######## vga_frame_scanner ########
### Cell outlines without signal wires, vga_frame_scanner

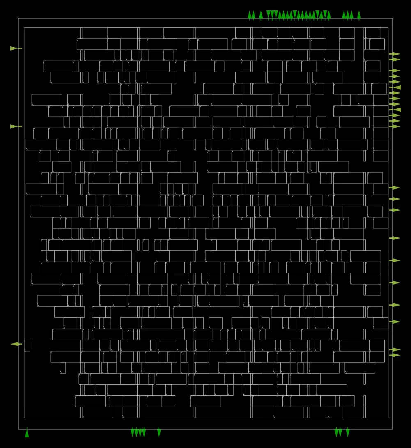
--- config.mk ---
export PLATFORM = sky130hd
export DESIGN_NAME = vga_frame_scanner
export DESIGN_NICKNAME = d
export VERILOG_FILES = /design/src/rtl/vga_pkg.sv /design/src/rtl/vga_delay_line.sv /design/src/rtl/vga_frame_scanner.sv
export SDC_FILE = /design/constraint.sdc
export NUM_CORES = 1
export LEC_CHECK = 0
export CAP_MARGIN = 20
export CORE_ASPECT_RATIO = 1.1
export CORE_UTILIZATION = 50
export DETAILED_ROUTE_END_ITERATION = 10
export PLACE_DENSITY_LB_ADDON = 0.12
export SYNTH_ARGS = -nofsm -noshare
export SYNTH_HDL_FRONTEND = slang
export SYNTH_SLANG_ARGS = --single-unit
--- constraint.sdc ---
create_clock -name clk -period 2.7 [get_ports clk]
set_input_delay 0.405 -clock clk [delete_from_list [all_inputs] [get_ports clk]]
set_output_delay 0.405 -clock clk [all_outputs]
set_load 0.03 [all_outputs]
--- src/rtl/vga_pkg.sv ---
// Shared types and constants for the VGA scan engine: timing struct, default
// 640x480@60 mode, colour-bar palette and a width helper.
package vga_pkg;

  typedef struct packed {
    int h_active;
    int h_fp;
    int h_sync;
    int h_bp;
    int v_active;
    int v_fp;
    int v_sync;
    int v_bp;
  } vga_timing_t;

  localparam vga_timing_t VGA_640X480_60 = '{
    h_active: 640, h_fp: 16, h_sync: 96, h_bp: 48,
    v_active: 480, v_fp: 10, v_sync: 2,  v_bp: 33
  };

  localparam int NUM_BARS = 8;

  localparam logic [23:0] BAR_WHITE   = 24'hFFFFFF;
  localparam logic [23:0] BAR_YELLOW  = 24'hFFFF00;
  localparam logic [23:0] BAR_CYAN    = 24'h00FFFF;
  localparam logic [23:0] BAR_GREEN   = 24'h00FF00;
  localparam logic [23:0] BAR_MAGENTA = 24'hFF00FF;
  localparam logic [23:0] BAR_RED     = 24'hFF0000;
  localparam logic [23:0] BAR_BLUE    = 24'h0000FF;
  localparam logic [23:0] BAR_BLACK   = 24'h000000;

  function automatic logic [23:0] bar_colour(input logic [2:0] idx);
    case (idx)
      3'd0:    return BAR_WHITE;
      3'd1:    return BAR_YELLOW;
      3'd2:    return BAR_CYAN;
      3'd3:    return BAR_GREEN;
      3'd4:    return BAR_MAGENTA;
      3'd5:    return BAR_RED;
      3'd6:    return BAR_BLUE;
      3'd7:    return BAR_BLACK;
      default: return BAR_BLACK;
    endcase
  endfunction

  // Bits needed to hold value-1; never less than one bit.
  function automatic int clog2(input int value);
    int w;
    w = 0;
    for (int i = 0; i < 31; i++) begin
      if ((32'sd1 << i) < value) w = i + 1;
    end
    return (w < 1) ? 1 : w;
  endfunction

endpackage

--- src/rtl/vga_delay_line.sv ---
// Parametrised shift register with synchronous clear, used to align the
// timing flags of the scan engine with the pixel data path.
module vga_delay_line #(
  parameter int WIDTH = 1,
  parameter int DEPTH = 1
) (
  input  logic             clk,
  input  logic             rst,
  input  logic [WIDTH-1:0] d,
  output logic [WIDTH-1:0] q
);

  logic [WIDTH-1:0] stage_r [DEPTH];

  // Shift one stage per clock; reset clears every stage
  always_ff @(posedge clk) begin
    if (rst) begin
      for (int i = 0; i < DEPTH; i++) stage_r[i] <= {WIDTH{1'b0}};
    end else begin
      stage_r[0] <= d;
      for (int i = 1; i < DEPTH; i++) stage_r[i] <= stage_r[i-1];
    end
  end

  assign q = stage_r[DEPTH-1];

endmodule

--- src/rtl/vga_frame_scanner.sv ---
// VGA scan engine: sync/blank timing, scaled framebuffer addressing and
// latency-aligned colour output. Optional colour bars: VGA_TESTPATTERN_EN.
module vga_frame_scanner
  import vga_pkg::*;
#(
  parameter int          H_ACTIVE    = VGA_640X480_60.h_active,
  parameter int          H_FP        = VGA_640X480_60.h_fp,
  parameter int          H_SYNC      = VGA_640X480_60.h_sync,
  parameter int          H_BP        = VGA_640X480_60.h_bp,
  parameter int          V_ACTIVE    = VGA_640X480_60.v_active,
  parameter int          V_FP        = VGA_640X480_60.v_fp,
  parameter int          V_SYNC      = VGA_640X480_60.v_sync,
  parameter int          V_BP        = VGA_640X480_60.v_bp,
  parameter int          IMAGE_W     = 400,
  parameter int          IMAGE_H     = 400,
  parameter int          X_OFF       = 0,
  parameter int          Y_OFF       = 0,
  parameter int          SCALE       = 1,
  parameter int          MEM_LATENCY = 1,
  parameter int          ADDR_W      = 19,
  parameter logic [7:0]  BORDER      = 8'h00
) (
  input  logic              clk,
  input  logic              rst,
  input  logic [7:0]        q,
  input  logic              test_mode,
  output logic              hsync,
  output logic              vsync,
  output logic              sync_b,
  output logic              blank_b,
  output logic [7:0]        r,
  output logic [7:0]        g,
  output logic [7:0]        b,
  output logic [ADDR_W-1:0] address,
  output logic              frame_start
);

  localparam int H_TOTAL = H_ACTIVE + H_FP + H_SYNC + H_BP;
  localparam int V_TOTAL = V_ACTIVE + V_FP + V_SYNC + V_BP;
  localparam int XW      = clog2(H_TOTAL);
  localparam int YW      = clog2(V_TOTAL);
  localparam int SPAN_W  = IMAGE_W * SCALE;
  localparam int SPAN_H  = IMAGE_H * SCALE;
  // Flags wait 1+MEM_LATENCY stages, then share the colour output register.
  localparam int PIPE_DEPTH = 1 + MEM_LATENCY;

  localparam logic [XW-1:0]     X_LAST   = XW'(H_TOTAL - 1);
  localparam logic [YW-1:0]     Y_LAST   = YW'(V_TOTAL - 1);
  localparam logic [1:0]        SUB_LAST = 2'(SCALE - 1);
  localparam logic [ADDR_W-1:0] ROW_STEP = ADDR_W'(IMAGE_W);

  if (X_OFF + SPAN_W > H_ACTIVE) begin : g_bad_x
    $error("vga_frame_scanner: image exceeds active width");
  end
  if (Y_OFF + SPAN_H > V_ACTIVE) begin : g_bad_y
    $error("vga_frame_scanner: image exceeds active height");
  end
  if (longint'(IMAGE_W) * longint'(IMAGE_H) > (64'sd1 <<< ADDR_W)) begin : g_bad_addr
    $error("vga_frame_scanner: image does not fit the address space");
  end
  if (SCALE < 1 || SCALE > 4 || MEM_LATENCY < 0 || MEM_LATENCY > 4) begin : g_bad_range
    $error("vga_frame_scanner: SCALE or MEM_LATENCY out of range");
  end

  logic [XW-1:0]     x_r;
  logic [YW-1:0]     y_r;
  logic [ADDR_W-1:0] col_r, row_base_r;
  logic [1:0]        col_sub_r, row_sub_r;
  int                x_i_s, y_i_s, x_rel_s, y_rel_s;
  logic              active_s, x_span_s, y_span_s, inside_s;
  logic              hsync_act_s, vsync_act_s, frame_first_s;
  logic [23:0]       pixel_s;

  // Raster position: x wraps each line, y advances on that wrap
  always_ff @(posedge clk) begin
    if (rst) begin
      x_r <= {XW{1'b0}};
      y_r <= {YW{1'b0}};
    end else if (x_r == X_LAST) begin
      x_r <= {XW{1'b0}};
      if (y_r == Y_LAST) y_r <= {YW{1'b0}};
      else               y_r <= y_r + YW'(1);
    end else begin
      x_r <= x_r + XW'(1);
    end
  end

  // Stage-0 decode of the raster position
  always_comb begin
    x_i_s         = int'(x_r);
    y_i_s         = int'(y_r);
    x_rel_s       = x_i_s - X_OFF;
    y_rel_s       = y_i_s - Y_OFF;
    active_s      = (x_i_s < H_ACTIVE) && (y_i_s < V_ACTIVE);
    x_span_s      = (x_rel_s >= 0) && (x_rel_s < SPAN_W);
    y_span_s      = (y_rel_s >= 0) && (y_rel_s < SPAN_H);
    inside_s      = active_s && x_span_s && y_span_s;
    hsync_act_s   = (x_i_s >= H_ACTIVE + H_FP) && (x_i_s < H_ACTIVE + H_FP + H_SYNC);
    vsync_act_s   = (y_i_s >= V_ACTIVE + V_FP) && (y_i_s < V_ACTIVE + V_FP + V_SYNC);
    frame_first_s = (x_r == {XW{1'b0}}) && (y_r == {YW{1'b0}});
  end

  // Stored column under the beam; each column lasts SCALE pixels
  always_ff @(posedge clk) begin
    if (rst) begin
      col_r     <= {ADDR_W{1'b0}};
      col_sub_r <= 2'b00;
    end else if (x_span_s) begin
      if (col_sub_r == SUB_LAST) begin
        col_sub_r <= 2'b00;
        col_r     <= col_r + ADDR_W'(1);
      end else begin
        col_sub_r <= col_sub_r + 2'b01;
      end
    end else begin
      col_r     <= {ADDR_W{1'b0}};
      col_sub_r <= 2'b00;
    end
  end

  // Row base advances by IMAGE_W once every SCALE image lines
  always_ff @(posedge clk) begin
    if (rst) begin
      row_base_r <= {ADDR_W{1'b0}};
      row_sub_r  <= 2'b00;
    end else if (x_r == X_LAST) begin
      if (!y_span_s) begin
        row_base_r <= {ADDR_W{1'b0}};
        row_sub_r  <= 2'b00;
      end else if (row_sub_r == SUB_LAST) begin
        row_base_r <= row_base_r + ROW_STEP;
        row_sub_r  <= 2'b00;
      end else begin
        row_sub_r  <= row_sub_r + 2'b01;
      end
    end else begin
      row_base_r <= row_base_r;
      row_sub_r  <= row_sub_r;
    end
  end

  // Stage-1 framebuffer address
  always_ff @(posedge clk) begin
    if (rst)           address <= {ADDR_W{1'b0}};
    else if (inside_s) address <= row_base_r + col_r;
    else               address <= {ADDR_W{1'b0}};
  end

`ifdef VGA_TESTPATTERN_EN
  localparam int DL_W  = 9;
  localparam int BAR_W = H_ACTIVE / NUM_BARS;
  logic [2:0] bar_idx_s;

  // Bar index by threshold compares rather than a divide of x
  always_comb begin
    bar_idx_s = 3'd0;
    for (int k = 1; k < NUM_BARS; k++) begin
      if (x_i_s >= k * BAR_W) bar_idx_s = 3'(k);
      else                    bar_idx_s = bar_idx_s;
    end
  end

  logic [DL_W-1:0] dl_d_s, dl_q_s;
  assign dl_d_s = {bar_idx_s, test_mode, frame_first_s, inside_s, active_s,
                   vsync_act_s, hsync_act_s};
`else
  localparam int DL_W = 5;
  logic [DL_W-1:0] dl_d_s, dl_q_s;
  logic            unused_test_mode_s;
  assign unused_test_mode_s = test_mode;
  assign dl_d_s = {frame_first_s, inside_s, active_s, vsync_act_s, hsync_act_s};
`endif

  // Sync polarity is stored active-high so a cleared stage means "inactive"
  vga_delay_line #(.WIDTH(DL_W), .DEPTH(PIPE_DEPTH)) u_align (
    .clk (clk),
    .rst (rst),
    .d   (dl_d_s),
    .q   (dl_q_s)
  );

  // Colour select at the stage where q is valid
  always_comb begin
    pixel_s = 24'h000000;
    if (dl_q_s[3]) begin
`ifdef VGA_TESTPATTERN_EN
      if (dl_q_s[5]) pixel_s = bar_colour(dl_q_s[8:6]);
      else           pixel_s = {q, q, q};
`else
      pixel_s = {q, q, q};
`endif
    end else if (dl_q_s[2]) begin
      pixel_s = {BORDER, BORDER, BORDER};
    end else begin
      pixel_s = 24'h000000;
    end
  end

  // Output register bank: sync, blank and colour leave together
  always_ff @(posedge clk) begin
    if (rst) begin
      hsync       <= 1'b1;
      vsync       <= 1'b1;
      blank_b     <= 1'b0;
      frame_start <= 1'b0;
      r           <= 8'h00;
      g           <= 8'h00;
      b           <= 8'h00;
    end else begin
      hsync       <= ~dl_q_s[0];
      vsync       <= ~dl_q_s[1];
      blank_b     <= dl_q_s[2];
      frame_start <= dl_q_s[4];
      {r, g, b}   <= pixel_s;
    end
  end

  assign sync_b = 1'b0;

endmodule

==> summary.txt <==
Implementation status.

- Ranking logic cells in the layout by count gives the top entries 99 x dfxtp_1, 69 x nor2_1, 56 x clkdlybuf4s50_1.
- Counting only logic cells after layout, the most numerous master is dfxtp_1.
- The final tally of setup violations is 0.
- The non-clock buffer instance count of the final layout is 62.
- The worst setup path is captured at a flop.
- The run finished with clean final reports.
- In the hold timing report, the worst path depth is 1.
- The deepest level of the CTS H-tree is 3.
- The synthesized netlist devotes 6.58% of its cell area to adder and majority cells.
- The setup slack of the most critical reg-to-reg path is 0.33 ns.
- The cell sequence reported for the critical path is ha_1, nand4_2, nand2b_2, or4_1, or3_1, a21oi_1.
- The CTS tree is yes.
- Per the synth stats, the proportion of register bits with asynchronous set or reset is 0%.
- The final global-route overflow total is 0.
- The detailed router reports a met2 wire length of 3960 µm.
- The library cell occupying the most area in the post-synthesis netlist is dfxtp_1.
- The actual transition at the worst max-transition pin is 0.725 ns.
## Picture notes: 'Cell outlines without signal wires' of vga_frame_scanner
TAP cells: 111
total of fill cells in the finished design: 749
count of sequential standard cells: 99

==> state kept, by name (all words and copies together) (netlist names) <==
signal and flops:
col_sub_r 2, blank_b 1, row_base_r 15, x_r 10, b 8, col_r 19, row_sub_r 2, frame_start 1
address 19, y_r 10, vsync 1, u_align.stage_r 10, hsync 1
==> stage by stage <==
stage / utilization, % / cells / power, mW
6_report: 60.9 / 640 / 2.57
4_1_cts: 60.9 / 640 / 2.60
5_1_grt: 60.9 / 640 / 2.68
2_1_floorplan: - / 481 / 1.61
3_3_place_gp: 58.4 / 624 / 1.65
3_5_place_dp: 58.4 / 624 / 1.66

######## system_id_regs ########
### Signal wires on met3, system_id_regs

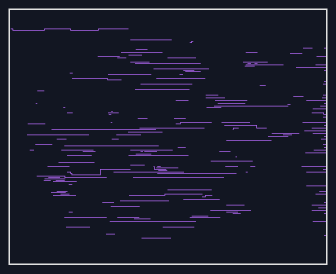
### Routed metal per tile, system_id_regs

The die is cut into 31 by 25 equal tiles; black is low, pale yellow is high, scaled to the fullest tile. Values are wire area over tile area, all layers added.
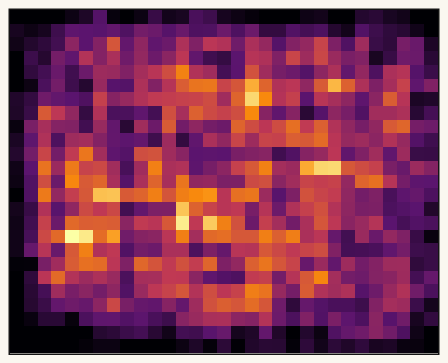
File: config.mk
export PLATFORM = sky130hd
export DESIGN_NAME = system_id_regs
export DESIGN_NICKNAME = d
export VERILOG_FILES = /design/src/rtl/system_id_regs.sv
export SDC_FILE = /design/constraint.sdc
export NUM_CORES = 1
export LEC_CHECK = 0
export CAP_MARGIN = 20
export CELL_PAD_IN_SITES_DETAIL_PLACEMENT = 0
export CELL_PAD_IN_SITES_GLOBAL_PLACEMENT = 1
export CORE_ASPECT_RATIO = 0.8
export CORE_UTILIZATION = 50
export DETAILED_ROUTE_END_ITERATION = 8
export GPL_TIMING_DRIVEN = 0
export HOLD_SLACK_MARGIN = 0.12
export PLACE_DENSITY_LB_ADDON = 0.1
export SLEW_MARGIN = 10
export SYNTH_ARGS = -nofsm -noshare
export SYNTH_HDL_FRONTEND = slang
export SYNTH_SLANG_ARGS = --single-unit
File: constraint.sdc
create_clock -name clock -period 20.1 [get_ports clock]
set_input_delay 4.02 -clock clock [delete_from_list [all_inputs] [get_ports clock]]
set_output_delay 4.02 -clock clock [all_outputs]
set_load 0.03 [all_outputs]
File: src/rtl/system_id_regs.sv
// System-identification and housekeeping Avalon-MM slave: build ID, timestamp,
// free-running uptime counter with coherent 2-word readback, control and scratch words.
module system_id_regs #(
    parameter logic [31:0]       SYSTEM_ID    = 32'h0000_0000,
    parameter logic [31:0]       TIMESTAMP    = 32'd1454761040,
    parameter int                DATA_W       = 32,
    parameter int                ADDR_W       = 3,
    parameter int                NUM_SCRATCH  = 2,
    parameter logic [DATA_W-1:0] SCRATCH_INIT = '0
) (
    input  logic                clock,
    input  logic                reset,
    input  logic [ADDR_W-1:0]   address,
    input  logic                read,
    input  logic                write,
    input  logic [DATA_W-1:0]   writedata,
    input  logic [DATA_W/8-1:0] byteenable,
    output logic [DATA_W-1:0]   readdata,
    output logic                readdatavalid
);

    localparam int BE_W  = DATA_W / 8;
    localparam int SCR_N = (NUM_SCRATCH > 0) ? NUM_SCRATCH : 1;
    localparam int IDX_W = (SCR_N > 1) ? $clog2(SCR_N) : 1;

    localparam logic [ADDR_W-1:0] A_ID   = ADDR_W'(0);
    localparam logic [ADDR_W-1:0] A_TS   = ADDR_W'(1);
    localparam logic [ADDR_W-1:0] A_LO   = ADDR_W'(2);
    localparam logic [ADDR_W-1:0] A_HI   = ADDR_W'(3);
    localparam logic [ADDR_W-1:0] A_CTRL = ADDR_W'(4);

    logic [2*DATA_W-1:0] cnt_q, cnt_d;
    logic [DATA_W-1:0]   shadow_q, shadow_d;
    logic [DATA_W-1:0]   rdata_q, rdata_d;
    logic                freeze_q, freeze_d;
    logic                rvalid_q;
    logic [DATA_W-1:0]   scratch_q [SCR_N];
    logic [DATA_W-1:0]   scratch_d [SCR_N];

    logic             rd_en;
    logic             ctrl_we;
    logic             clear;
    logic             scr_hit;
    logic [IDX_W-1:0] scr_idx;

    // A simultaneous read+write is a write only, so it never produces readdatavalid.
    assign rd_en   = read & ~write;
    assign ctrl_we = write && (address == A_CTRL) && byteenable[0];
    assign clear   = ctrl_we & writedata[0];
    assign scr_hit = ({1'b0, address} >= (ADDR_W+1)'(5)) &&
                     ({1'b0, address} <  (ADDR_W+1)'(5 + NUM_SCRATCH));
    assign scr_idx = IDX_W'(address - ADDR_W'(5));

    // NOTE: every variable written in an always_comb gets a default first, so no latch is inferred.
    always_comb begin
        cnt_d = cnt_q;
        if (clear) begin
            cnt_d = '0;
        end else if (!freeze_q) begin
            cnt_d = cnt_q + (2*DATA_W)'(1);
        end
    end

    // FREEZE is sampled from the register, so a new value only gates the following edge.
    assign freeze_d = ctrl_we ? writedata[1] : freeze_q;
    assign shadow_d = (rd_en && address == A_LO) ? cnt_q[2*DATA_W-1:DATA_W] : shadow_q;

    always_comb begin
        scratch_d = scratch_q;
        for (int i = 0; i < NUM_SCRATCH; i++) begin
            if (write && address == ADDR_W'(5 + i)) begin
                for (int b = 0; b < BE_W; b++) begin
                    if (byteenable[b]) begin
                        scratch_d[i][8*b +: 8] = writedata[8*b +: 8];
                    end
                end
            end
        end
    end

    always_comb begin
        rdata_d = '0;
        case (address)
            A_ID:    rdata_d = DATA_W'(SYSTEM_ID);
            A_TS:    rdata_d = DATA_W'(TIMESTAMP);
            A_LO:    rdata_d = cnt_q[DATA_W-1:0];
            A_HI:    rdata_d = shadow_q;
            A_CTRL:  rdata_d = DATA_W'({freeze_q, 1'b0});
            default: if (scr_hit) rdata_d = scratch_q[scr_idx];
        endcase
    end

    // NOTE: sequential state uses non-blocking assignments so all registers see pre-edge values.
    always_ff @(posedge clock or posedge reset) begin
        if (reset) begin
            cnt_q    <= '0;
            shadow_q <= '0;
            freeze_q <= 1'b0;
            rdata_q  <= '0;
            rvalid_q <= 1'b0;
            // NOTE: the scratch bank is a handful of flops that must come up at SCRATCH_INIT, so every entry is reset.
            for (int i = 0; i < SCR_N; i++) begin
                scratch_q[i] <= SCRATCH_INIT;
            end
        end else begin
            cnt_q    <= cnt_d;
            shadow_q <= shadow_d;
            freeze_q <= freeze_d;
            rvalid_q <= rd_en;
            if (rd_en) begin
                rdata_q <= rdata_d;
            end
            for (int i = 0; i < SCR_N; i++) begin
                scratch_q[i] <= scratch_d[i];
            end
        end
    end

    assign readdata      = rdata_q;
    assign readdatavalid = rvalid_q;

endmodule

==> summary.txt <==
Implementation status.

- The flow ran to the end, and the final reports show no timing, DRC or antenna violations.
- CTS built an H-tree with a depth of 4.
- Net switching is 29.9% of the power.
- The antenna diode count is 0.
- The total standard cell area after synthesis is 0.00950 mm².
- The actual transition at the worst max-transition pin is 1.07 ns.
- The floorplan core area is 0.0184 mm².
- Clock tree synthesis selected as its root buffer the cell clkbuf_16.
- The starting DRC count in detailed routing is 579.
- Per the layout area report, the sequential fraction of cell area is 43.4%.
- The required time reported for the critical path endpoint is 20.43 ns.
- The worst path meets setup with 13.21 ns of slack.
- The filler cells instantiated in the layout total 1584.
- The most used logic cell in the final layout is dfrtp_1.
- The count of port buffers added during placement is 73.
- The start-to-end type of the worst setup path is primary input to flop.
- The synthesized netlist devotes 2.49% of its cell area to XOR and XNOR gates.
- Per the layout area report, the register area comes to 0.00485 mm².
- Setup total negative slack on the finished layout was measured at 0 ns.
## Picture notes: 'Signal wires on met3' of system_id_regs
longest straight run: 51.3 µm
nets with wire on the layer: 132
share of all routed wire: 6.6%
main direction: horizontal
wire length on this layer: 1780 µm
wirelength, routed: 27000 µm
met3 Track Usage GR: 5.23%

## Picture notes: 'Routed metal per tile' of system_id_regs
fullest tile: 0.64
nearly empty tiles: 6.1%
tiles over half the peak: 23%
densest ninth of the die: centre
detailed-route wire length per cell: 21.7 µm
routed via count: 7577
global-route usage over all layers: 29.1%

==> critical path, stage by stage <==
cell	delay (ns)
clkdlybuf4s50_1	0.55
clkbuf_1	0.36
nor2b_1	0.19
clkbuf_1	0.44
nor3b_1	0.50
buf_2	0.28
clkbuf_1	0.47
mux2_2	0.41
==> layer usage <==
metal	routed length (µm)	GRT usage [%]	part of all wire [%]	vias to the layer above
met5	0	0	0	-
met1	13300	45.2	49	3829
met4	426	7.90	1.6	0
met2	11500	41.3	43	279
met3	1780	5.23	6.6	36
li1	-	-	-	3433

######## rom_fetch_seq ########
## src/rtl/rom_fetch_seq.sv

```systemverilog
// -----------------------------------------------------------------------------
// rom_fetch_seq
//
// Burst read sequencer placed directly upstream of the ROM read port. A command
// (base address, length-1) is turned into a contiguous run of ROM addresses;
// returned words are passed straight through to the downstream stream, with the
// final word of the burst tagged by dout_last. A credit counter limits the
// number of addresses accepted by the ROM without returned data, so ROM
// pipeline latency can never drop or overrun data.
//
// Ports
//   clk, rst                          : single clock, synchronous active-high reset
//   cmd_valid/cmd_ready               : command handshake
//   cmd_addr  [W_ADDR]                : burst base address
//   cmd_len   [W_CNT]                 : burst length minus one
//   addr1_valid/addr1_ready/addr1_data: address channel to the ROM
//   data1_valid/data1_ready/data1     : data channel from the ROM
//   dout_valid/dout_ready/dout_data   : downstream stream
//   dout_last                         : marks the final word of a burst
//   busy                              : high whenever the sequencer is not idle
//   abort                             : only with ROM_FETCH_ABORT_EN
//
// Configuration
//   ROM_FETCH_ABORT_EN : when defined, adds the abort input and a FLUSH state
//                        that discards in-flight ROM words before returning
//                        to idle. When undefined every burst runs to completion.
// -----------------------------------------------------------------------------
module rom_fetch_seq #(
  parameter int unsigned W_DATA          = 8,
  parameter int unsigned W_ADDR          = 12,
  parameter int unsigned W_CNT           = 8,
  parameter int unsigned MAX_OUTSTANDING = 2
) (
  input  logic              clk,
  input  logic              rst,

  input  logic              cmd_valid,
  output logic              cmd_ready,
  input  logic [W_ADDR-1:0] cmd_addr,
  input  logic [W_CNT-1:0]  cmd_len,

  output logic              addr1_valid,
  input  logic              addr1_ready,
  output logic [W_ADDR-1:0] addr1_data,

  input  logic              data1_valid,
  output logic              data1_ready,
  input  logic [W_DATA-1:0] data1,

  output logic              dout_valid,
  input  logic              dout_ready,
  output logic [W_DATA-1:0] dout_data,
  output logic              dout_last,

  output logic              busy
`ifdef ROM_FETCH_ABORT_EN
  ,
  input  logic              abort
`endif
);

  localparam int unsigned       W_OUT   = $clog2(MAX_OUTSTANDING + 1);
  localparam logic [W_OUT-1:0]  MAX_OUT = W_OUT'(MAX_OUTSTANDING);

  typedef enum logic [1:0] {
    S_IDLE  = 2'd0,
    S_ISSUE = 2'd1,
    S_DRAIN = 2'd2
`ifdef ROM_FETCH_ABORT_EN
    ,
    S_FLUSH = 2'd3
`endif
  } state_t;

  state_t              state_q,       state_d;
  logic [W_ADDR-1:0]   cur_addr_q,    cur_addr_d;
  logic [W_CNT-1:0]    to_issue_q,    to_issue_d;
  logic [W_CNT-1:0]    to_recv_q,     to_recv_d;
  logic [W_OUT-1:0]    outstanding_q, outstanding_d;

  logic addr_hs;
  logic data_hs;
  logic dout_hs;

  // ---------------------------------------------------------------------------
  // Outputs: decoded from registered state only, apart from the zero-latency
  // data pass-through in ISSUE/DRAIN. cmd_valid never reaches an output.
  // ---------------------------------------------------------------------------
  always_comb begin
    cmd_ready   = 1'b0;
    addr1_valid = 1'b0;
    addr1_data  = cur_addr_q;
    data1_ready = 1'b0;
    dout_valid  = 1'b0;
    dout_data   = data1;
    dout_last   = 1'b0;

    case (state_q)
      S_IDLE: begin
        cmd_ready = 1'b1;
      end
      S_ISSUE: begin
        addr1_valid = (outstanding_q < MAX_OUT);
        dout_valid  = data1_valid;
        data1_ready = dout_ready;
        dout_last   = data1_valid && (to_recv_q == '0);
      end
      S_DRAIN: begin
        dout_valid  = data1_valid;
        data1_ready = dout_ready;
        dout_last   = data1_valid && (to_recv_q == '0);
      end
`ifdef ROM_FETCH_ABORT_EN
      S_FLUSH: begin
        // Accept and discard whatever the ROM still has in flight.
        data1_ready = 1'b1;
      end
`endif
      default: begin
      end
    endcase
  end

  assign addr_hs = addr1_valid & addr1_ready;
  assign data_hs = data1_valid & data1_ready;
  assign dout_hs = dout_valid  & dout_ready;
  assign busy    = (state_q != S_IDLE);

  // ---------------------------------------------------------------------------
  // Next-state logic
  // ---------------------------------------------------------------------------
  always_comb begin
    state_d       = state_q;
    cur_addr_d    = cur_addr_q;
    to_issue_d    = to_issue_q;
    to_recv_d     = to_recv_q;
    outstanding_d = outstanding_q;

    case (state_q)
      S_IDLE: begin
        if (cmd_valid) begin
          cur_addr_d = cmd_addr;
          to_issue_d = cmd_len;
          to_recv_d  = cmd_len;
          state_d    = S_ISSUE;
        end
      end
      S_ISSUE: begin
        if (addr_hs) begin
          cur_addr_d = cur_addr_q + W_ADDR'(1);
          if (to_issue_q == '0) begin
            state_d = S_DRAIN;
          end else begin
            to_issue_d = to_issue_q - W_CNT'(1);
          end
        end
      end
      S_DRAIN: begin
        if (dout_hs && dout_last) begin
          state_d = S_IDLE;
        end
      end
`ifdef ROM_FETCH_ABORT_EN
      S_FLUSH: begin
        if (outstanding_q == '0) begin
          state_d = S_IDLE;
        end
      end
`endif
      default: begin
        state_d = S_IDLE;
      end
    endcase

    // The final beat leaves to_recv at zero rather than wrapping it.
    if (dout_hs && (to_recv_q != '0)) begin
      to_recv_d = to_recv_q - W_CNT'(1);
    end

    // Credit counter: saturating at both ends so a misbehaving ROM cannot
    // corrupt it; simultaneous issue and return leave it unchanged.
    case ({addr_hs, data_hs})
      2'b10: if (outstanding_q != MAX_OUT) outstanding_d = outstanding_q + W_OUT'(1);
      2'b01: if (outstanding_q != '0)      outstanding_d = outstanding_q - W_OUT'(1);
      default: begin
      end
    endcase

`ifdef ROM_FETCH_ABORT_EN
    // Abort overrides the burst transitions; credit bookkeeping above still
    // records any handshake taken in the same cycle.
    if (abort && ((state_q == S_ISSUE) || (state_q == S_DRAIN))) begin
      state_d = S_FLUSH;
    end
`endif
  end

  // ---------------------------------------------------------------------------
  // State registers
  // ---------------------------------------------------------------------------
  always_ff @(posedge clk) begin
    if (rst) begin
      state_q       <= S_IDLE;
      cur_addr_q    <= '0;
      to_issue_q    <= '0;
      to_recv_q     <= '0;
      outstanding_q <= '0;
    end else begin
      state_q       <= state_d;
      cur_addr_q    <= cur_addr_d;
      to_issue_q    <= to_issue_d;
      to_recv_q     <= to_recv_d;
      outstanding_q <= outstanding_d;
    end
  end

endmodule

```

## config.mk

```make
export PLATFORM = sky130hd
export DESIGN_NAME = rom_fetch_seq
export DESIGN_NICKNAME = d
export VERILOG_FILES = /design/src/rtl/rom_fetch_seq.sv
export SDC_FILE = /design/constraint.sdc
export NUM_CORES = 1
export LEC_CHECK = 0
export CORE_ASPECT_RATIO = 0.9
export CORE_MARGIN = 2
export CORE_UTILIZATION = 52
export CTS_CLUSTER_SIZE = 28
export DETAILED_ROUTE_END_ITERATION = 10
export MAX_ROUTING_LAYER = met4
export PLACE_DENSITY = 0.85
export RECOVER_POWER = 50
export SLEW_MARGIN = 10
export SYNTH_ARGS = -nofsm -noshare
export SYNTH_HDL_FRONTEND = slang
export SYNTH_SLANG_ARGS = --single-unit
export TNS_END_PERCENT = 1
```

## constraint.sdc

```tcl
create_clock -name clk -period 5.3 [get_ports clk]
set_input_delay 1.06 -clock clk [delete_from_list [all_inputs] [get_ports clk]]
set_output_delay 1.06 -clock clk [all_outputs]
set_load 0.03 [all_outputs]
```

### Cell outlines without signal wires, rom_fetch_seq

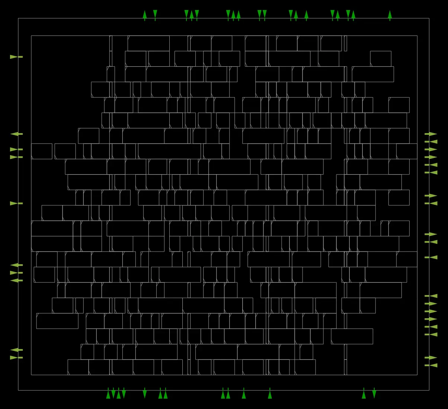
count of sequential standard cells: 32
number of non-filler instances in the completed layout: 361
final design utilization: 65.9%

### Signal wires on met3, rom_fetch_seq

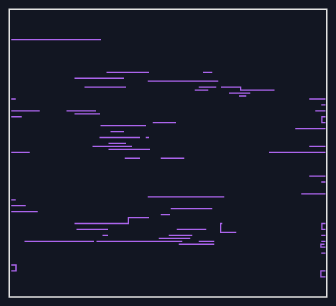
share of all routed wire: 6.4%
longest straight run: 20.2 µm
wire length on this layer: 363 µm
nets with wire on the layer: 45
routed via count: 2260
wirelength, routed: 5650 µm

==> summary.txt <==
Implementation status.

- In this run the remaining antenna-violating nets after routing total 0.
- Per the area breakdown, the dominant cell category is logic gates.
- The final critical path takes up 70.7% of the cycle.
- The power drawn by the clock network is 0.239 mW.
- The main logic family after synthesis is AND-OR/OR-AND gates.
- The number of buffers added by the clock tree synthesis step is 5.
- After routing, the total negative slack on setup checks comes to 0 ns.
- The power density over cell area is 560 mW/mm².
- The largest net degree at the start of global routing is 41.
- The run finished with clean final reports.
- The post-route clock skew is 0.00806 ns.
- The combined buffer and inverter count along the critical path is 4.
- The multi-input combinational area share is 50.8%.
- The total standard cell area after synthesis is 0.00219 mm².
- For this run, combinational gates with multiple inputs come to 209.
- The tool flagged a number of max-cap violations equal to 0.
- For this run, the detailed router's first-pass iteration total came to 5.
- The wire length on met3 is 363 µm.
- The tightest min-delay check is of the flop to flop type.
- The number of tapcells is 48.
- The net count after synthesis is 326.
- The y dimension of the die is 65.6 µm.
- The combined flip-flop and latch cell area is 641 µm².
- The chip area from the yosys synthesis statistics is 0.00219 mm².
[final timing paths]
path,startpoint,to
hold reg to reg,outstanding_q[0],outstanding_q[0]
setup / recovery,state_q[1],addr1_valid
hold / removal,outstanding_q[0],outstanding_q[0]
setup reg to reg,state_q[1],addr1_data[10]
[through the flow]
step	setup slack (ns)	instances	util (%)
finish	1.55	361	65.9
global route	1.37	361	65.9
CTS	1.58	361	66.0
detailed placement	1.76	353	63.4
global placement	1.77	353	63.4
floorplan	2.50	283	-
[registers in the layout, summed over array words and instances, names as in the netlist]
register / cells
addr1_data: 12
outstanding_q: 2
state_q: 2
to_issue_q: 8
to_recv_q: 8

######## ntr_cmd_capture ########
--- src/rtl/ntr_pkg.sv ---
// ntr_pkg: definitions shared by the NTR command-capture block.
//   frame_state_e   - frame FSM state encoding
//   NTR_LED_OP_DEF  - default opcode (word 0) that marks an LED-write command
package ntr_pkg;

    typedef enum logic [1:0] {
        ST_IDLE    = 2'd0,  // cs1 high, no frame in progress
        ST_CAPTURE = 2'd1,  // cs1 low, collecting words
        ST_DONE    = 2'd2   // full command taken, waiting for cs1 to rise
    } frame_state_e;

    localparam logic [7:0] NTR_LED_OP_DEF = 8'hFF;

endpackage

--- src/rtl/sync_fifo.sv ---
// sync_fifo: single-clock FIFO with first-word-fall-through output.
//   clk, rst     - clock, synchronous active-high reset (empties the queue)
//   push, din    - write request and data; ignored when full unless popping
//   pop          - read request; ignored when empty
//   dout         - head entry, valid while !empty
//   full, empty  - occupancy flags
module sync_fifo #(
    parameter int WIDTH = 8,
    parameter int DEPTH = 4
) (
    input  logic             clk,
    input  logic             rst,
    input  logic             push,
    input  logic [WIDTH-1:0] din,
    input  logic             pop,
    output logic [WIDTH-1:0] dout,
    output logic             full,
    output logic             empty
);

    localparam int AW = $clog2(DEPTH);

    logic [WIDTH-1:0] mem [DEPTH];
    // One extra pointer bit tells full from empty when the indexes match.
    logic [AW:0]      wr_ptr, rd_ptr;
    logic             do_push, do_pop;

    assign empty   = (wr_ptr == rd_ptr);
    assign full    = (wr_ptr[AW] != rd_ptr[AW]) && (wr_ptr[AW-1:0] == rd_ptr[AW-1:0]);
    assign do_pop  = pop & ~empty;
    // A pop in the same cycle frees the slot, so a full queue still takes the push.
    assign do_push = push & (~full | do_pop);
    assign dout    = mem[rd_ptr[AW-1:0]];

    always_ff @(posedge clk) begin
        if (rst) begin
            wr_ptr <= '0;
            rd_ptr <= '0;
        end else begin
            if (do_push) wr_ptr <= wr_ptr + 1'b1;
            if (do_pop)  rd_ptr <= rd_ptr + 1'b1;
        end
    end

    always_ff @(posedge clk) begin
        if (do_push) mem[wr_ptr[AW-1:0]] <= din;
    end

endmodule

--- src/rtl/ntr_cmd_capture.sv ---
// ntr_cmd_capture: captures fixed-length commands from an NTR card bus and
// queues them for a consumer; an LED-write opcode also updates a LED register.
//   clk, rst          - system clock, synchronous active-high reset
//   ntr_clk, ntr_cs1  - debounced bus clock and active-low chip select
//   ntr_data          - bus data, one word per rising ntr_clk
//   cmd_data/valid/ready - head-of-queue command handshake (word 0 in LSBs)
//   byte_count        - words captured in the current frame
//   leds              - LED register
//   overflow          - sticky: a completed command was dropped (queue full)
//   short_frame       - sticky: cs1 rose before a full command arrived
module ntr_cmd_capture
    import ntr_pkg::*;
#(
    parameter int                DATA_W     = 8,
    parameter int                CMD_BYTES  = 8,
    parameter int                FIFO_DEPTH = 4,
    parameter int                LED_W      = 4,
    parameter logic [DATA_W-1:0] LED_OP     = DATA_W'(NTR_LED_OP_DEF)
) (
    input  logic                              clk,
    input  logic                              rst,
    input  logic                              ntr_clk,
    input  logic                              ntr_cs1,
    input  logic [DATA_W-1:0]                 ntr_data,
    output logic [DATA_W*CMD_BYTES-1:0]       cmd_data,
    output logic                              cmd_valid,
    input  logic                              cmd_ready,
    output logic [$clog2(CMD_BYTES+1)-1:0]    byte_count,
    output logic [LED_W-1:0]                  leds,
    output logic                              overflow,
    output logic                              short_frame
);

    localparam int CNT_W = $clog2(CMD_BYTES+1);

    // ---- input sampling / strobe detect ----
    logic              clk_q, clk_prev, cs1_q, cs1_armed;
    logic [DATA_W-1:0] data_q;
    logic              strobe;

    always_ff @(posedge clk) begin
        if (rst) begin
            clk_q     <= 1'b1;
            clk_prev  <= 1'b1;
            cs1_q     <= 1'b1;
            cs1_armed <= 1'b0;
            data_q    <= '0;
        end else begin
            clk_q     <= ntr_clk;
            clk_prev  <= clk_q;
            cs1_q     <= ntr_cs1;
            // Set once cs1 has really been seen high after reset; a frame
            // interrupted by reset is not resumed until cs1 falls afresh.
            cs1_armed <= cs1_armed | ntr_cs1;
            data_q    <= ntr_data;
        end
    end

    assign strobe = clk_q & ~clk_prev & ~cs1_q;

    // ---- frame FSM ----
    frame_state_e state_q, state_d;
    logic         cap_en, last, short_set, cnt_clr;

    always_ff @(posedge clk) begin
        if (rst) state_q <= ST_IDLE;
        else     state_q <= state_d;
    end

    always_comb begin
        state_d   = state_q;
        cap_en    = 1'b0;
        short_set = 1'b0;
        cnt_clr   = 1'b0;
        case (state_q)
            ST_IDLE: begin
                if (~cs1_q && cs1_armed) begin
                    state_d = ST_CAPTURE;
                    cap_en  = strobe;  // strobe coincident with cs1 falling still counts
                end
            end
            ST_CAPTURE: begin
                if (cs1_q) begin
                    state_d   = ST_IDLE;
                    cnt_clr   = 1'b1;
                    short_set = (byte_count != '0);
                end else begin
                    cap_en = strobe;
                end
            end
            ST_DONE: begin
                if (cs1_q) state_d = ST_IDLE;
            end
            default: state_d = ST_IDLE;
        endcase
        last = cap_en && (byte_count == CNT_W'(CMD_BYTES-1));
        if (last) state_d = ST_DONE;
    end

    // ---- assembly, counters, LED and status flags ----
    logic [CMD_BYTES-1:0][DATA_W-1:0] asm_q;
    logic                             done_q;   // one-cycle push strobe after the final word
    logic                             fifo_full, fifo_empty, pop;

    always_ff @(posedge clk) begin
        if (rst) begin
            asm_q       <= '0;
            byte_count  <= '0;
            done_q      <= 1'b0;
            leds        <= '0;
            overflow    <= 1'b0;
            short_frame <= 1'b0;
        end else begin
            done_q <= last;
            for (int i = 0; i < CMD_BYTES; i++) begin
                if (cap_en && byte_count == CNT_W'(i)) asm_q[i] <= data_q;
            end
            if (last || cnt_clr) byte_count <= '0;
            else if (cap_en)     byte_count <= byte_count + CNT_W'(1);
            if (short_set) short_frame <= 1'b1;
            if (done_q && fifo_full && !pop) overflow <= 1'b1;
            // LED update does not depend on whether the queue accepted the command.
            if (done_q && asm_q[0] == LED_OP) leds <= asm_q[CMD_BYTES-1][LED_W-1:0];
        end
    end

    // ---- command queue ----
    assign cmd_valid = ~fifo_empty;
    assign pop       = cmd_valid & cmd_ready;

    sync_fifo #(
        .WIDTH (DATA_W*CMD_BYTES),
        .DEPTH (FIFO_DEPTH)
    ) u_fifo (
        .clk   (clk),
        .rst   (rst),
        .push  (done_q),
        .din   (asm_q),
        .pop   (pop),
        .dout  (cmd_data),
        .full  (fifo_full),
        .empty (fifo_empty)
    );

endmodule

--- config.mk ---
export PLATFORM = sky130hd
export DESIGN_NAME = ntr_cmd_capture
export DESIGN_NICKNAME = d
export VERILOG_FILES = /design/src/rtl/ntr_pkg.sv /design/src/rtl/sync_fifo.sv /design/src/rtl/ntr_cmd_capture.sv
export SDC_FILE = /design/constraint.sdc
export NUM_CORES = 1
export LEC_CHECK = 0
export ABC_AREA = 1
export CAP_MARGIN = 20
export CORE_ASPECT_RATIO = 0.6
export CORE_UTILIZATION = 40
export DETAILED_ROUTE_END_ITERATION = 12
export GPL_TIMING_DRIVEN = 0
export SLEW_MARGIN = 20
export SYNTH_ARGS = -nofsm -noshare
export SYNTH_HDL_FRONTEND = slang
export SYNTH_SLANG_ARGS = --single-unit
--- constraint.sdc ---
create_clock -name clk -period 5.7 [get_ports clk]
set_clock_uncertainty 0.05 [all_clocks]
set_input_delay 1.14 -clock clk [delete_from_list [all_inputs] [get_ports clk]]
set_output_delay 1.14 -clock clk [all_outputs]
set_load 0.05 [all_outputs]
### Routed metal per tile, ntr_cmd_capture

The die is cut into 24 by 14 equal tiles; black is low, pale yellow is high, scaled to the fullest tile. Values are wire area over tile area, all layers added.
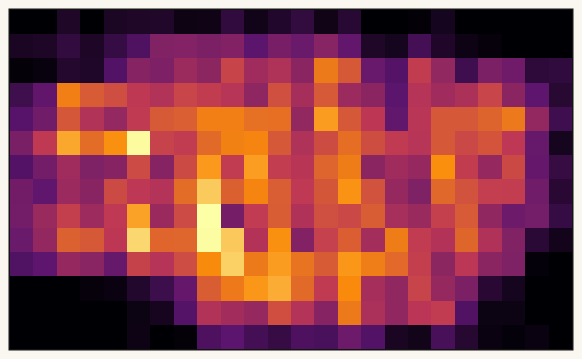
mean over tiles: 0.15
densest ninth of the die: centre
tiles over half the peak: 36%
global-route usage over all layers: 19.5%
routed via count: 8928
detailed-route wire length per cell: 19.1 µm
wirelength, routed: 33100 µm

### Register map, names as in the netlist, ntr_cmd_capture

Other sequential cells in the stronger grey, the rest of the logic in the fainter grey.
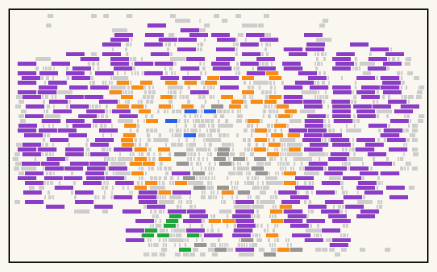
| colour | signal | placed flops |
|---|---|---|
| orange | asm_q | 64 |
| purple | u_fifo.mem | 256 |
| blue | byte_count | 4 |
| green | data_q | 8 |
area occupied by registers: 0.00963 mm²
sequential share of cell area: 59.6%

==> summary.txt <==
Implementation status.

- The clock reaches the later pin of the worst-skew pair after 0.52 ns.
- The number of warning messages in the yosys log is 0.
- The top cell types in the final layout, fill and taps aside, are 256 x edfxtp_1, 164 x nor2_1, 132 x o21ai_0.
- The vertical die dimension reported for this design is 143 µm.
- At the end of the flow, the number of nets in the layout was 1283.
- The largest power group is registers.
- By count the netlist is led by 256 x edfxtp_1, 168 x nor2_1, 132 x o21ai_0, 111 x nand2_1, 97 x dfxtp_1.
- Of the total power, the clock network draws 40.2%.
- The number of different library cells used by synthesis comes to 28.
- The number of sinks on the clock net is 353.
- The most used logic cell in the final layout is edfxtp_1.
- The post-synthesis share of cell area spent on xor and xnor gates is 0.262%.
- Counting I/O delays and the setup requirement, the final critical path takes 4.77 ns.
- In the detailed route, the total length drawn on met2 is 14100 µm.
- In the post-synthesis netlist, the biggest area contributors are edfxtp_1 58%, dfxtp_1 15%, o21ai_0 4.9%.
- The internal power is 4.21 mW.
- Counting every net in the synthesized netlist gives 1150.
- For the worst reg-to-reg path, the startpoint reported by OpenROAD is u_fifo.wr_ptr[0].
- The power dissipated in sequential cells is 2.73 mW.
- The worst register-to-register path has a depth of 8.
- The flow ran to the end, and the final reports show no timing, DRC or antenna violations.
- The floorplan row count is 51.
- The count of port buffers added during placement is 86.
- In the per-layer summary, the met1 wirelength comes to 16500 µm.
### Signal wires on met3, ntr_cmd_capture

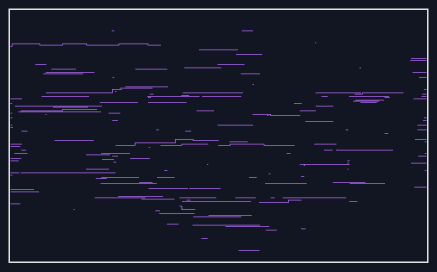
wire length on this layer: 2030 µm
longest straight run: 53.8 µm
main direction: horizontal
met3 Track Usage GR: 3.30%

-- sequential cells by signal, indices dropped and copies added, names as in the netlist, named ones only --
| signal | count |
|---|---|
| u_fifo.rd_ptr | 3 |
| state_q | 2 |
| short_frame | 1 |
| byte_count | 4 |
| cs1_q | 1 |
| leds | 4 |
| data_q | 8 |
| overflow | 1 |
| done_q | 1 |
| clk_q | 1 |
| u_fifo.wr_ptr | 3 |
| cs1_armed | 1 |
| clk_prev | 1 |
| u_fifo.mem | 256 |
| asm_q | 64 |

######## sprite_plotter ########
### Cell outlines without signal wires, sprite_plotter

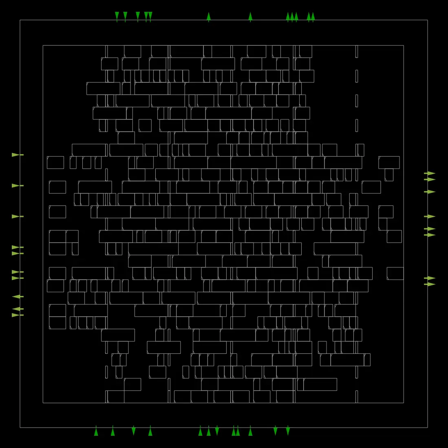
<file path="config.mk">
export PLATFORM = sky130hd
export DESIGN_NAME = sprite_plotter
export DESIGN_NICKNAME = d
export VERILOG_FILES = /design/src/rtl/sprite_plotter.sv
export SDC_FILE = /design/constraint.sdc
export NUM_CORES = 1
export LEC_CHECK = 0
export CAP_MARGIN = 15
export CORE_MARGIN = 5
export CORE_UTILIZATION = 36
export CTS_CLUSTER_DIAMETER = 150
export DETAILED_ROUTE_END_ITERATION = 12
export PLACE_DENSITY = 0.64
export SLEW_MARGIN = 30
export SYNTH_ARGS = -nofsm -noshare
export SYNTH_HDL_FRONTEND = slang
export SYNTH_SLANG_ARGS = --single-unit
</file>
<file path="constraint.sdc">
create_clock -name clk -period 3.1 [get_ports clk]
set_input_delay 0.465 -clock clk [delete_from_list [all_inputs] [get_ports clk]]
set_output_delay 0.465 -clock clk [all_outputs]
set_load 0.02 [all_outputs]
</file>
<file path="src/rtl/sprite_plotter.sv">
// Sprite redraw engine: on an accepted start it erases the previous sprite
// rectangle, draws the new one, and writes one clipped pixel per clock.
module sprite_plotter #(
  parameter int          SPR_W     = 4,
  parameter int          SPR_H     = 4,
  parameter int          SCREEN_W  = 160,
  parameter int          SCREEN_H  = 120,
  parameter logic [2:0]  BG_COLOUR = 3'b000
) (
  input  logic       clk,
  input  logic       reset,
  input  logic       start,
  input  logic [7:0] x_in,
  input  logic [6:0] y_in,
  input  logic [2:0] colour_in,
  output logic [7:0] plot_x,
  output logic [6:0] plot_y,
  output logic [2:0] plot_colour,
  output logic       plot,
  output logic       busy,
  output logic       done
);

  localparam int DXW = (SPR_W > 1) ? $clog2(SPR_W) : 1;
  localparam int DYW = (SPR_H > 1) ? $clog2(SPR_H) : 1;
  localparam logic [DXW-1:0] LAST_DX = DXW'(SPR_W - 1);
  localparam logic [DYW-1:0] LAST_DY = DYW'(SPR_H - 1);
  localparam logic [8:0]     LIM_X   = 9'(SCREEN_W);
  localparam logic [7:0]     LIM_Y   = 8'(SCREEN_H);

  typedef enum logic [1:0] {
    IDLE  = 2'd0,
    ERASE = 2'd1,
    DRAW  = 2'd2,
    DONE  = 2'd3
  } state_t;

  state_t         r_state;
  logic [DXW-1:0] r_dx;
  logic [DYW-1:0] r_dy;
  logic [7:0]     r_old_x;
  logic [6:0]     r_old_y;
  logic           r_old_valid;
  logic [7:0]     r_new_x;
  logic [6:0]     r_new_y;
  logic [2:0]     r_colour;

  logic [7:0] w_base_x;
  logic [6:0] w_base_y;
  logic [8:0] w_sum_x;
  logic [7:0] w_sum_y;
  logic       w_on_screen;
  logic       w_last_col;
  logic       w_last_row;

  assign w_last_col = (r_dx == LAST_DX);
  assign w_last_row = (r_dy == LAST_DY);

  // Sums are one bit wider than the coordinate so off-screen pixels clip
  // instead of wrapping back to the left/top edge.
  assign w_base_x    = (r_state == ERASE) ? r_old_x : r_new_x;
  assign w_base_y    = (r_state == ERASE) ? r_old_y : r_new_y;
  assign w_sum_x     = {1'b0, w_base_x} + 9'(r_dx);
  assign w_sum_y     = {1'b0, w_base_y} + 8'(r_dy);
  assign w_on_screen = (w_sum_x < LIM_X) && (w_sum_y < LIM_Y);

  always_ff @(posedge clk) begin
    if (reset) begin
      r_state     <= IDLE;
      r_dx        <= '0;
      r_dy        <= '0;
      r_old_x     <= '0;
      r_old_y     <= '0;
      r_old_valid <= 1'b0;
      r_new_x     <= '0;
      r_new_y     <= '0;
      r_colour    <= '0;
    end else begin
      case (r_state)
        IDLE: begin
          if (start) begin
            r_new_x  <= x_in;
            r_new_y  <= y_in;
            r_colour <= colour_in;
            r_dx     <= '0;
            r_dy     <= '0;
            r_state  <= r_old_valid ? ERASE : DRAW;
          end
        end
        ERASE, DRAW: begin
          if (w_last_col) begin
            r_dx <= '0;
            if (w_last_row) begin
              r_dy    <= '0;
              r_state <= (r_state == ERASE) ? DRAW : DONE;
            end else begin
              r_dy <= r_dy + 1'b1;
            end
          end else begin
            r_dx <= r_dx + 1'b1;
          end
        end
        DONE: begin
          r_old_x     <= r_new_x;
          r_old_y     <= r_new_y;
          r_old_valid <= 1'b1;
          r_state     <= IDLE;
        end
        default: r_state <= IDLE;
      endcase
    end
  end

  always_comb begin
    plot_x      = '0;
    plot_y      = '0;
    plot_colour = '0;
    plot        = 1'b0;
    busy        = (r_state != IDLE);
    done        = (r_state == DONE);
    if (r_state == ERASE || r_state == DRAW) begin
      plot_x      = w_sum_x[7:0];
      plot_y      = w_sum_y[6:0];
      plot_colour = (r_state == ERASE) ? BG_COLOUR : r_colour;
      plot        = w_on_screen;
    end
  end

endmodule

</file>
==> summary.txt <==
Implementation status.

- The largest registers in the layout are r_new_x: 8 flops, r_old_x: 8 flops.
- The number of warning messages in the yosys log is 0.
- The checks that failed: negative setup slack.
- The deepest clock path buffer count is 2.
- The final tally of setup violations is 2.
- STA lists the maximum fanout along the critical path as 5.
- The largest cell class by area is logic gates.
- The flow ran to the end, but the final reports show violations.
- The combinational gate count is 206.
- The post-layout worst setup margin is -0.109 ns.
- Sequential cells make up 25.1% of the cell area.
- The number of global-route vias before repair is 1901.
- Routing resource usage on met2 recorded by global route was 20.9%.
- The number of cells on the worst hold path is 2.
- The worst VDD IR drop from the latest analysis is 0.000310 V.
- The first element of the critical path is r_state[1].
- The layout filler cell count is 614.
- TritonCTS reports the number of clock sinks as 40.
- The combined flip-flop and latch cell area is 803 µm².
- The post-CTS setup buffer count is 3.
- The cell count after placement is 404.
- According to the floorplan report, the die height is 89.9 µm.
- The number of antenna violations at the first check in global routing came to 0.
- The final layout net count is 374.
- The chip area from the yosys synthesis statistics is 0.00230 mm².
- The clock-pin slew on the worst setup and hold paths is 0.08 ns.
- The HPWL after detailed placement is 4010 µm.
- The routed wire length on met2 is 2420 µm.
- STA lists the endpoint of the worst register-to-register path as r_state[0].
- The worst hold slack is 0.454 ns.
About 'Cell outlines without signal wires' of sprite_plotter:
Placement Rows: 29
final design utilization: 51.0%
TAP cells: 77
core region area: 0.00628 mm²
number of non-filler instances in the completed layout: 418

## power by group
part | total [mW] | internal (mW) | switching [mW]
clock | 0.420 | 0.239 | 0.181
combinational | 0.886 | 0.406 | 0.480
sequential | 0.645 | 0.582 | 0.0629
## worst register-to-register path: cells and delay by family, from the launching register on
| kind | cells | cell delay (ns) |
|---|---|---|
| AND-OR/OR-AND | 2 | 0.63 |
| adder cells (fa/ha/maj) | 1 | 0.23 |
| AND/OR/NAND/NOR | 2 | 0.27 |
| flip-flops | 1 | 0.34 |
| buffers and inverters | 3 | 0.30 |


==> layout pictures side by side <==
I/O nets highlighted.
Plate I
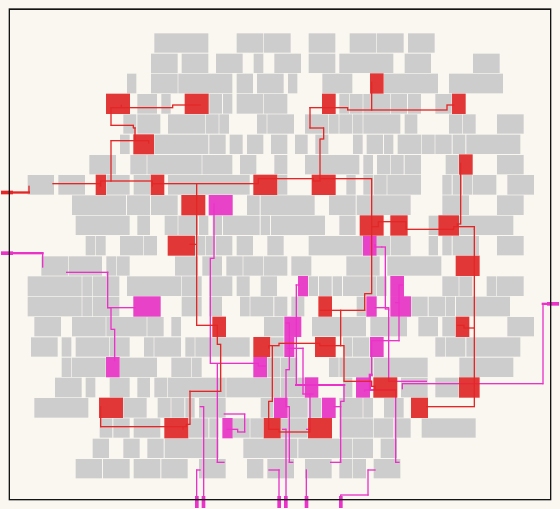
Plate II
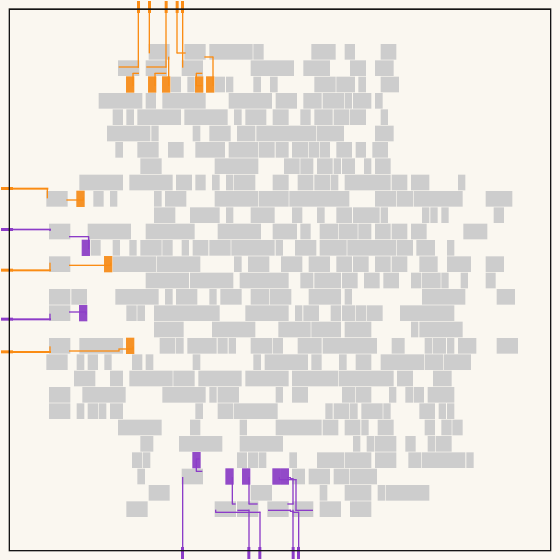
Plate III
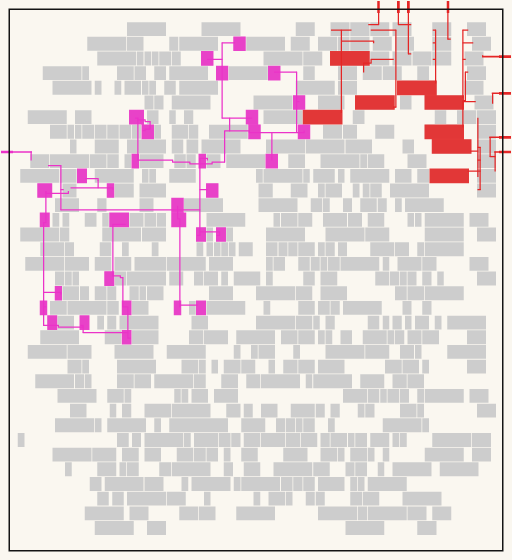
Plate IV
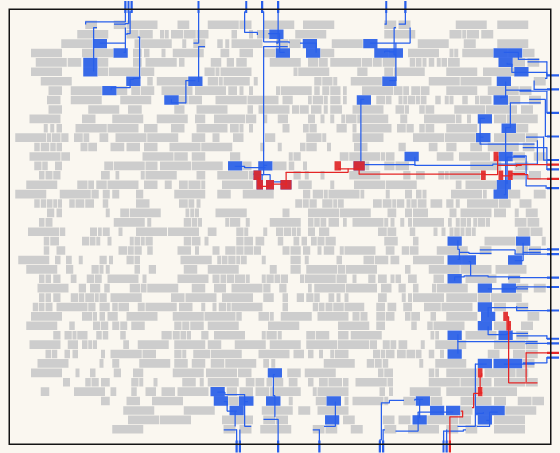
Plate V
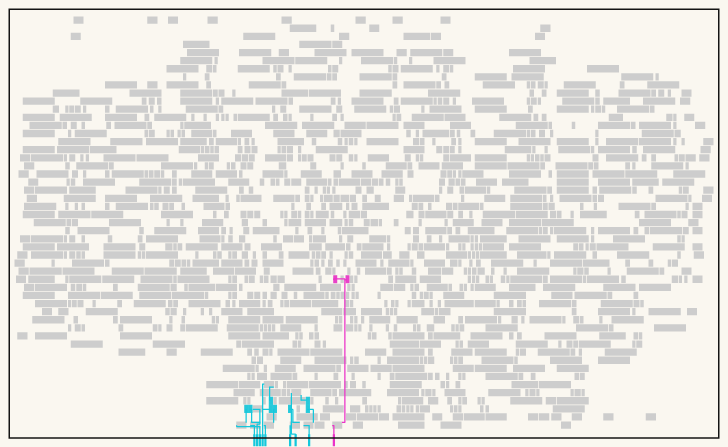
The one with the fewest cells is Plate I.
The one with the most cells is Plate V.
For rom_fetch_seq, see Plate I.
For ntr_cmd_capture, see Plate V.
For system_id_regs, see Plate IV.
For sprite_plotter, see Plate II.
For vga_frame_scanner, see Plate III.

Key to Plate II:
| colour | port | bits | direction | end cells | buffers | wire |
|---|---|---|---|---|---|---|
| orange | x_in | 8 | input | 8 | 8 | 114 µm |
| purple | y_in | 7 | input | 7 | 7 | 104 µm |

No activity file was given, so power comes from the tool's default toggle rates.
